# design 1

### Local utilization, design 1

Drawn at 2 px/um. 18 x 18 tiles, from white (low) to dark blue (high), 0 to 100% covered.
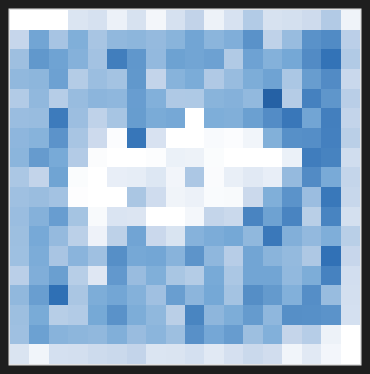

### src/rtl/apb4_master_arbiter.sv
// Round-robin APB4 master sharing one slave port among NREQ requesters.
// IDLE -> SETUP -> ACCESS per transfer, with registered outputs and a wait-state timeout.
module apb4_master_arbiter #(
  parameter int NREQ    = 4,
  parameter int AW      = 32,
  parameter int DW      = 32,
  parameter int TIMEOUT = 16
) (
  input  logic                   PCLK,
  input  logic                   PRESET,
  input  logic [NREQ-1:0]        req_valid,
  input  logic [NREQ-1:0]        req_write,
  input  logic [NREQ*AW-1:0]     req_addr,
  input  logic [NREQ*DW-1:0]     req_wdata,
  input  logic [NREQ*DW/8-1:0]   req_strb,
  input  logic [NREQ*3-1:0]      req_prot,
  output logic [NREQ-1:0]        rsp_done,
  output logic [DW-1:0]          rsp_rdata,
  output logic                   rsp_err,
  output logic                   rsp_timeout,
  output logic                   PSEL,
  output logic                   PENABLE,
  output logic                   PWRITE,
  output logic [AW-1:0]          PADDR,
  output logic [DW-1:0]          PWDATA,
  output logic [DW/8-1:0]        PSTRB,
  output logic [2:0]             PPROT,
  input  logic                   PREADY,
  input  logic                   PSLVERR,
  input  logic [DW-1:0]          PRDATA
);
  localparam int SW = DW / 8;
  localparam int PW = $clog2(NREQ);
  localparam int CW = (TIMEOUT > 0) ? $clog2(TIMEOUT + 1) : 1;

  typedef enum logic [1:0] {S_IDLE, S_SETUP, S_ACCESS} state_t;

  state_t          state_q, state_d;
  logic [PW-1:0]   ptr_q, ptr_d;
  logic [PW-1:0]   gnt_q, gnt_d;
  logic [CW-1:0]   wait_q, wait_d;
  logic            psel_q, psel_d;
  logic            penable_q, penable_d;
  logic            pwrite_q, pwrite_d;
  logic [AW-1:0]   paddr_q, paddr_d;
  logic [DW-1:0]   pwdata_q, pwdata_d;
  logic [SW-1:0]   pstrb_q, pstrb_d;
  logic [2:0]      pprot_q, pprot_d;
  logic [NREQ-1:0] rsp_done_q, rsp_done_d;
  logic [DW-1:0]   rsp_rdata_q, rsp_rdata_d;
  logic            rsp_err_q, rsp_err_d;
  logic            rsp_timeout_q, rsp_timeout_d;

  logic [NREQ-1:0] cand;
  logic            found;
  logic [PW-1:0]   pick;
  logic [PW-1:0]   scan_idx;
  logic [CW-1:0]   wait_inc;
  logic            timed_out;

  // A requester finishing this cycle is masked so it cannot be re-granted immediately.
  always_comb begin
    cand     = req_valid & ~rsp_done_q;
    found    = 1'b0;
    pick     = '0;
    scan_idx = '0;
    for (int i = 0; i < NREQ; i++) begin
      scan_idx = PW'((int'(ptr_q) + i) % NREQ);
      if (!found && cand[scan_idx]) begin
        found = 1'b1;
        pick  = scan_idx;
      end
    end
  end

  always_comb begin
    wait_inc  = (wait_q == {CW{1'b1}}) ? wait_q : wait_q + 1'b1;
    timed_out = (TIMEOUT != 0) && (wait_inc == CW'(TIMEOUT));
  end

  always_comb begin
    state_d       = state_q;
    ptr_d         = ptr_q;
    gnt_d         = gnt_q;
    wait_d        = wait_q;
    psel_d        = psel_q;
    penable_d     = penable_q;
    pwrite_d      = pwrite_q;
    paddr_d       = paddr_q;
    pwdata_d      = pwdata_q;
    pstrb_d       = pstrb_q;
    pprot_d       = pprot_q;
    rsp_done_d    = '0;
    rsp_rdata_d   = '0;
    rsp_err_d     = 1'b0;
    rsp_timeout_d = 1'b0;
    case (state_q)
      S_IDLE: begin
        if (found) begin
          gnt_d    = pick;
          ptr_d    = (pick == PW'(NREQ - 1)) ? '0 : pick + 1'b1;
          psel_d   = 1'b1;
          pwrite_d = req_write[pick];
          paddr_d  = req_addr[int'(pick)*AW +: AW];
          pwdata_d = req_write[pick] ? req_wdata[int'(pick)*DW +: DW] : '0;
          pstrb_d  = req_write[pick] ? req_strb[int'(pick)*SW +: SW] : '0;
          pprot_d  = req_prot[int'(pick)*3 +: 3];
          state_d  = S_SETUP;
        end
      end
      S_SETUP: begin
        penable_d = 1'b1;
        wait_d    = '0;
        state_d   = S_ACCESS;
      end
      S_ACCESS: begin
        if (PREADY || timed_out) begin
          rsp_done_d[gnt_q] = 1'b1;
          if (PREADY) begin
            rsp_rdata_d = pwrite_q ? '0 : PRDATA;
            rsp_err_d   = PSLVERR;
          end else begin
            rsp_err_d     = 1'b1;
            rsp_timeout_d = 1'b1;
          end
          psel_d    = 1'b0;
          penable_d = 1'b0;
          pwrite_d  = 1'b0;
          paddr_d   = '0;
          pwdata_d  = '0;
          pstrb_d   = '0;
          pprot_d   = '0;
          state_d   = S_IDLE;
        end else begin
          wait_d = wait_inc;
        end
      end
      default: state_d = S_IDLE;
    endcase
  end

  always_ff @(posedge PCLK) begin
    if (PRESET) begin
      state_q       <= S_IDLE;
      ptr_q         <= '0;
      gnt_q         <= '0;
      wait_q        <= '0;
      psel_q        <= 1'b0;
      penable_q     <= 1'b0;
      pwrite_q      <= 1'b0;
      paddr_q       <= '0;
      pwdata_q      <= '0;
      pstrb_q       <= '0;
      pprot_q       <= '0;
      rsp_done_q    <= '0;
      rsp_rdata_q   <= '0;
      rsp_err_q     <= 1'b0;
      rsp_timeout_q <= 1'b0;
    end else begin
      state_q       <= state_d;
      ptr_q         <= ptr_d;
      gnt_q         <= gnt_d;
      wait_q        <= wait_d;
      psel_q        <= psel_d;
      penable_q     <= penable_d;
      pwrite_q      <= pwrite_d;
      paddr_q       <= paddr_d;
      pwdata_q      <= pwdata_d;
      pstrb_q       <= pstrb_d;
      pprot_q       <= pprot_d;
      rsp_done_q    <= rsp_done_d;
      rsp_rdata_q   <= rsp_rdata_d;
      rsp_err_q     <= rsp_err_d;
      rsp_timeout_q <= rsp_timeout_d;
    end
  end

  assign PSEL        = psel_q;
  assign PENABLE     = penable_q;
  assign PWRITE      = pwrite_q;
  assign PADDR       = paddr_q;
  assign PWDATA      = pwdata_q;
  assign PSTRB       = pstrb_q;
  assign PPROT       = pprot_q;
  assign rsp_done    = rsp_done_q;
  assign rsp_rdata   = rsp_rdata_q;
  assign rsp_err     = rsp_err_q;
  assign rsp_timeout = rsp_timeout_q;

endmodule

### config.mk
export PLATFORM = sky130hd
export DESIGN_NAME = apb4_master_arbiter
export DESIGN_NICKNAME = d
export VERILOG_FILES = /design/src/rtl/apb4_master_arbiter.sv
export SDC_FILE = /design/constraint.sdc
export NUM_CORES = 1
export LEC_CHECK = 0
export CAP_MARGIN = 20
export CELL_PAD_IN_SITES_DETAIL_PLACEMENT = 1
export CELL_PAD_IN_SITES_GLOBAL_PLACEMENT = 1
export CORE_AREA = 3 3 172 174
export CTS_CLUSTER_SIZE = 28
export DETAILED_ROUTE_END_ITERATION = 8
export DIE_AREA = 0 0 175 177
export PLACE_DENSITY_LB_ADDON = 0.25
export SYNTH_ARGS = -nofsm -noshare
export SYNTH_HDL_FRONTEND = slang
export SYNTH_SLANG_ARGS = --single-unit
### constraint.sdc
create_clock -name PCLK -period 3.02 [get_ports PCLK]
set_input_delay 0.755 -clock PCLK [delete_from_list [all_inputs] [get_ports PCLK]]
set_output_delay 0.755 -clock PCLK [all_outputs]
set_load 0.02 [all_outputs]
# design 2

## src/rtl/im_loader.sv

```systemverilog
// rtl/im_loader.sv - boot-time byte-stream loader that fills instruction memory and holds the CPU in reset
//
// Ports:
//   clk, rst            clock and synchronous active-high reset
//   in_valid, in_data,  byte stream from the host/UART source; in_last marks the
//   in_last, in_ready   final byte of the image, in_ready accepts a byte
//   im_we, im_addr,     IM write port: one-cycle pulse per packed big-endian word
//   im_wdata
//   cpu_rst             held high until the final word is committed
//   words_loaded        number of words written to IM so far
//   done                image committed and CPU released
//   err                 image did not fit in IM above BASE_WORD (sticky)
module im_loader #(
    parameter int                ADDR_W    = 14,
    parameter logic [ADDR_W-1:0] BASE_WORD = 14'h0C00
) (
    input  logic              clk,
    input  logic              rst,
    input  logic              in_valid,
    input  logic [7:0]        in_data,
    input  logic              in_last,
    output logic              in_ready,
    output logic              im_we,
    output logic [ADDR_W-1:0] im_addr,
    output logic [31:0]       im_wdata,
    output logic              cpu_rst,
    output logic [ADDR_W:0]   words_loaded,
    output logic              done,
    output logic              err
);

    // Number of IM words available from BASE_WORD up to the top of IM.
    localparam logic [ADDR_W:0] CAPACITY =
        (ADDR_W+1)'(1 << ADDR_W) - {1'b0, BASE_WORD};

    typedef enum logic [1:0] {
        S_LOAD,
        S_COMMIT,
        S_RUN,
        S_ERR
    } state_t;

    state_t          state;
    logic [1:0]      bc;
    logic [31:0]     word_q;
    logic            accept;
    logic [ADDR_W:0] wl_eff;
    logic            full;
    logic [31:0]     packed_word;

    assign accept = in_valid && in_ready;

    // words_loaded only advances on the edge that ends the im_we pulse, so a
    // write still in flight must be counted when addressing the next word and
    // when deciding whether IM is already full.
    assign wl_eff = words_loaded + {{ADDR_W{1'b0}}, im_we};
    assign full   = (wl_eff == CAPACITY);

    // Merge the incoming byte into its lane. Lanes below the current one are
    // forced to zero, which gives the zero-fill of a short final word for free.
    always_comb begin
        packed_word = 32'h0;
        case (bc)
            2'd0:    packed_word = {in_data, 24'h0};
            2'd1:    packed_word = {word_q[31:24], in_data, 16'h0};
            2'd2:    packed_word = {word_q[31:16], in_data, 8'h0};
            default: packed_word = {word_q[31:8], in_data};
        endcase
    end

    always_ff @(posedge clk) begin
        if (rst) begin
            state        <= S_LOAD;
            bc           <= 2'd0;
            word_q       <= 32'h0;
            in_ready     <= 1'b1;
            im_we        <= 1'b0;
            im_addr      <= BASE_WORD;
            im_wdata     <= 32'h0;
            cpu_rst      <= 1'b1;
            words_loaded <= '0;
            done         <= 1'b0;
            err          <= 1'b0;
        end else begin
            im_we <= 1'b0;
            if (im_we) begin
                words_loaded <= words_loaded + 1'b1;
            end

            case (state)
                S_LOAD: begin
                    if (accept) begin
                        if (bc == 2'd0 && full) begin
                            // No room for another word: drop the byte and stop.
                            state    <= S_ERR;
                            in_ready <= 1'b0;
                            err      <= 1'b1;
                        end else begin
                            word_q <= packed_word;
                            if (in_last || bc == 2'd3) begin
                                im_we    <= 1'b1;
                                im_wdata <= packed_word;
                                im_addr  <= BASE_WORD + wl_eff[ADDR_W-1:0];
                                bc       <= 2'd0;
                            end else begin
                                bc <= bc + 2'd1;
                            end
                            if (in_last) begin
                                state    <= S_COMMIT;
                                in_ready <= 1'b0;
                            end
                        end
                    end
                end

                S_COMMIT: begin
                    // The final write lands on this edge; the CPU leaves
                    // reset only afterwards.
                    state   <= S_RUN;
                    cpu_rst <= 1'b0;
                    done    <= 1'b1;
                end

                S_RUN: begin
                end

                S_ERR: begin
                end

                default: begin
                    state    <= S_ERR;
                    in_ready <= 1'b0;
                    err      <= 1'b1;
                end
            endcase
        end
    end

endmodule
```

## config.mk

```make
export PLATFORM = sky130hd
export DESIGN_NAME = im_loader
export DESIGN_NICKNAME = d
export VERILOG_FILES = /design/src/rtl/im_loader.sv
export SDC_FILE = /design/constraint.sdc
export NUM_CORES = 1
export LEC_CHECK = 0
export ABC_CLOCK_PERIOD_IN_PS = 5580
export CAP_MARGIN = 10
export CORE_MARGIN = 2
export CORE_UTILIZATION = 60
export CTS_BUF_LIST = sky130_fd_sc_hd__clkbuf_4
export CTS_CLUSTER_DIAMETER = 200
export CTS_CLUSTER_SIZE = 14
export DETAILED_ROUTE_END_ITERATION = 12
export PLACE_DENSITY = 0.88
export SLEW_MARGIN = 20
export SYNTH_ARGS = -nofsm -noshare
export SYNTH_HDL_FRONTEND = slang
export SYNTH_SLANG_ARGS = --single-unit
```

## constraint.sdc

```tcl
create_clock -name clk -period 5.58 [get_ports clk]
set_input_delay 0.837 -clock clk [delete_from_list [all_inputs] [get_ports clk]]
set_output_delay 0.837 -clock clk [all_outputs]
set_load 0.005 [all_outputs]
```

### Clock routing, design 1

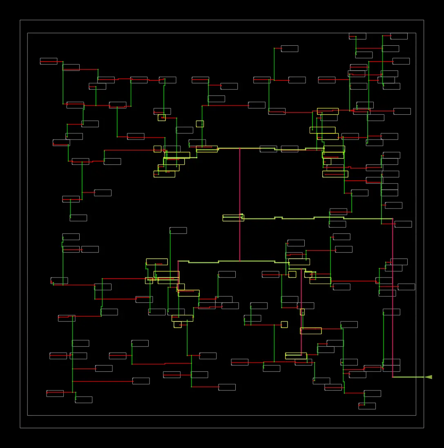
Num CTS Buffers: 17
clock latency (worst-skew pair): 420 ps
clock skew: 15.4 ps
flop count: 123

### Routed metal, one color a layer, design 1

Drawn at 3 px/um.
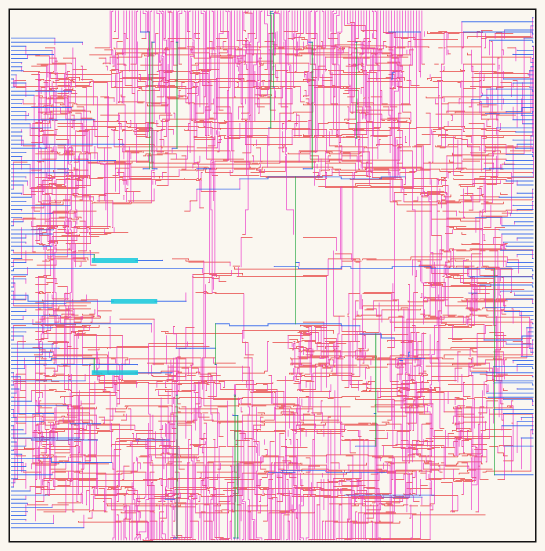
color	layer	wire length
green	met4	572 um
red	met1	12200 um
cyan	met5	41.4 um
blue	met3	2440 um
magenta	met2	15800 um

## Picture notes: 'Local utilization' of design 1
mean over tiles	36%
densest ninth of the die	upper right
fullest tile	80%
nearly empty tiles	7.1%
tiles over 75% full	0.30%

==> flow_summary.yaml, design 1 <==
# flow metrics
placed_design:
  dp_hpwl_mm: 24.0
detailed_routing:
  drt_pre_antenna_iters: 4
  wl_per_cell_um: 19.0
  totalWireLength_mm: 31.0
  drt_iter0_drc: 279
critical_path:
  crit_path_start_kind: "input port"
  rrSetupSlack_ps: 530
  cp.depth: 9
  rr_worst_depth: 9
  required_ps: 3380
job:
  warning_count: 26
clock_tree:
  htreeDepth: 4
final_timing:
  finalHoldViolations: 0
  maxSlewViolCount: 0
grt:
  grt_pass1_vias: 7673
  antenna_found_initial: 3
  grt_start_max_net_pins: 59
yosys:
  mux_share_pct: 0.660
power:
  intPower_mw: 4.50
  clkPwrFrac_pct: 33.0
layout:
  drive_above_1_share_pct: 5.83
status:
  status: "completed"
hold_path:
  hold_class: "flip-flop to flip-flop"
-- design 1: routing by layer --
| metal | wire length [um] | part of all wire [%] | vias to the layer above | track usage, % |
|---|---|---|---|---|
| li1 | - | - | 3682 | - |
| met1 | 12200 | 39 | 3527 | 21.5 |
| met2 | 15800 | 51 | 296 | 34.2 |
| met3 | 2440 | 7.9 | 37 | 6.63 |
| met4 | 571 | 1.8 | 6 | 4.99 |
| met5 | 41 | 0.13 | - | 0 |
### PDN straps and rails, design 2

Drawn at 4 px/um. Pins as bars on the die edge. Tap cells in gray.
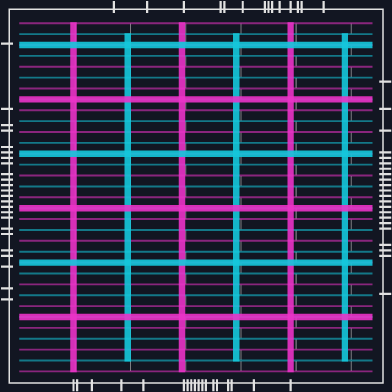
color	net
magenta	VSS
cyan	VDD
rows	32
tap cells	102
met4 straps	6
met1 rails	33
met5 straps	6

==> flow_summary.yaml, design 2 <==
# flow metrics
critical_path:
  cp_common_cell: "ha_1"
  arrival_ps: 4520
  timing.rr.end: "im_wdata[31]$_SDFFE_PP0P_"
  r2r_start: "im_we$_SDFF_PP0_"
  crit_path_start_kind: "flip-flop"
  cp.depth: 11
grt:
  grt_start_max_net_pins: 144
  grt_use_met1_pct: 31.0
  grt_use_met2_pct: 41.8
  grt_usage_pct: 24.5
  gr-total-overflow: 0
  antenna_found_initial: 0
  globalRouteMet3Util_pct: 4.83
detailed_routing:
  drt_pre_antenna_iters: 4
  route.detailed.drc: 0
  dr_total_vias: 3681
  wl_per_cell_um: 15.7
clock_tree:
  postCtsHoldBufs: 0
  cts.path.max_buffers: 2
  cts_buffers: 9
  cts_tree: "done"
yosys:
  yosys_area_um2: 4760
  synthTopCellsByArea: "dfxtp_1 (40%), mux2i_1 (12%), nand2b_1 (8.5%)"
  yosysUniqueCellTypes: 49
  avgSynthCellArea_um2: 9.33
  logic_family: "simple AND/OR/NAND/NOR gates"
  yosys_warnings: 0
  fp_nets: 531
floorplanning:
  ios: 78
  placementRows: 32
  die-area_um2: 8660
layout:
  layout.area.comb_um2: 2620
  seq_area_um2: 1880
  flops: 94
  clock_cell_area_share_pct: 2.51
  n_fill_cell: 582
  largest_reg_flops: 32
  reg_top3: "im_wdata (32), word_q (24), words_loaded (15)"
final_timing:
  relSlewSlack_pct: 26.0
  setup_viol: 0
  maxSlewViolCount: 0
  rsz0062_at_grt: "no"
  fmax_mhz: 241
  timing.setup.tns_ps: 0
placed_design:
  portBuffers: 77
  dp_hpwl_mm: 7.22
  gp_congestion: 0.848
power:
  pg_comb_mw: 0.138
  vdd_drop_max_mv: 0.140
  power_frac_seq_pct: 57.5
  comb_power_share_pct: 11.4
  power.density_nw_per_um2: 218
  powerSeq_mw: 0.697
  switching_share_pct: 26.5
  powerClk_mw: 0.378
hold_path:
  hold_class: "flip-flop to flip-flop"
  hold_path_depth: 2
status:
  status: "completed"
design 2: per-stage QoR:
| step | setup slack (ps) | cell area, um^2 | hold slack [ps] | cells |
|---|---|---|---|---|
| floorplan | 2410 | 4760 | 442 | 510 |
| global placement | 1650 | 5430 | 437 | 651 |
| detailed placement | 1500 | 5430 | 442 | 651 |
| CTS | 1440 | 5570 | 464 | 667 |
| global route | 1180 | 5570 | 482 | 667 |
| finish | 1430 | 5570 | 467 | 667 |
design 2: metal layers:
layer	wire, um	share of wire, %	vias to the layer above
met5	0	0	-
met4	150	1.4	0
met3	498	4.8	12
met2	5070	48	85
met1	4740	45	1760
li1	-	-	1824

==> screenshots <==
Where the registers sit.
Plate I
Drawn at 4 px/um. Other sequential cells in the stronger gray, the rest of the logic in the fainter gray.
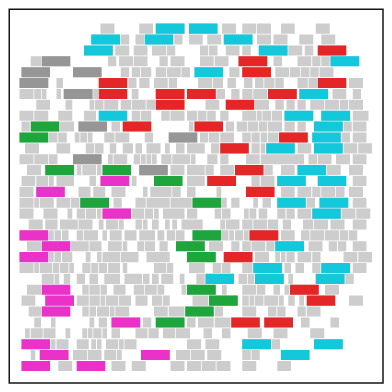
Plate II
Drawn at 3 px/um. Other sequential cells in the stronger gray, the rest of the logic in the fainter gray.
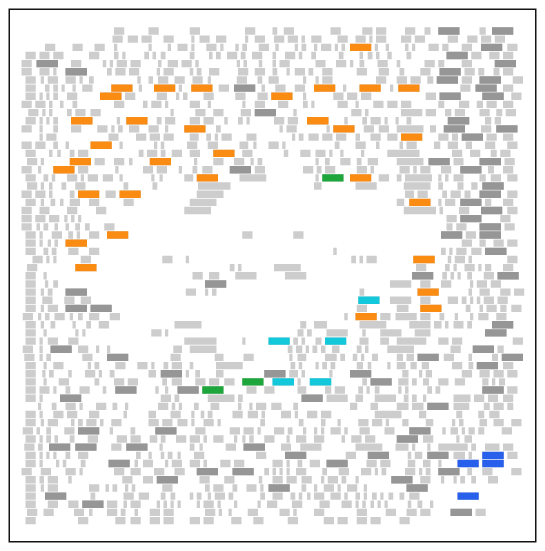
The one with the largest die is Plate II.
The one with the most sequential cells is Plate II.
Design 1 is Plate II.
Design 2 is Plate I.

Key to Plate I:
color	signal	flops
magenta	words_loaded	15
green	im_addr	14
cyan	im_wdata	32
red	word_q	24
not colored	9


No activity file was given, so power comes from the tool's default toggle rates.
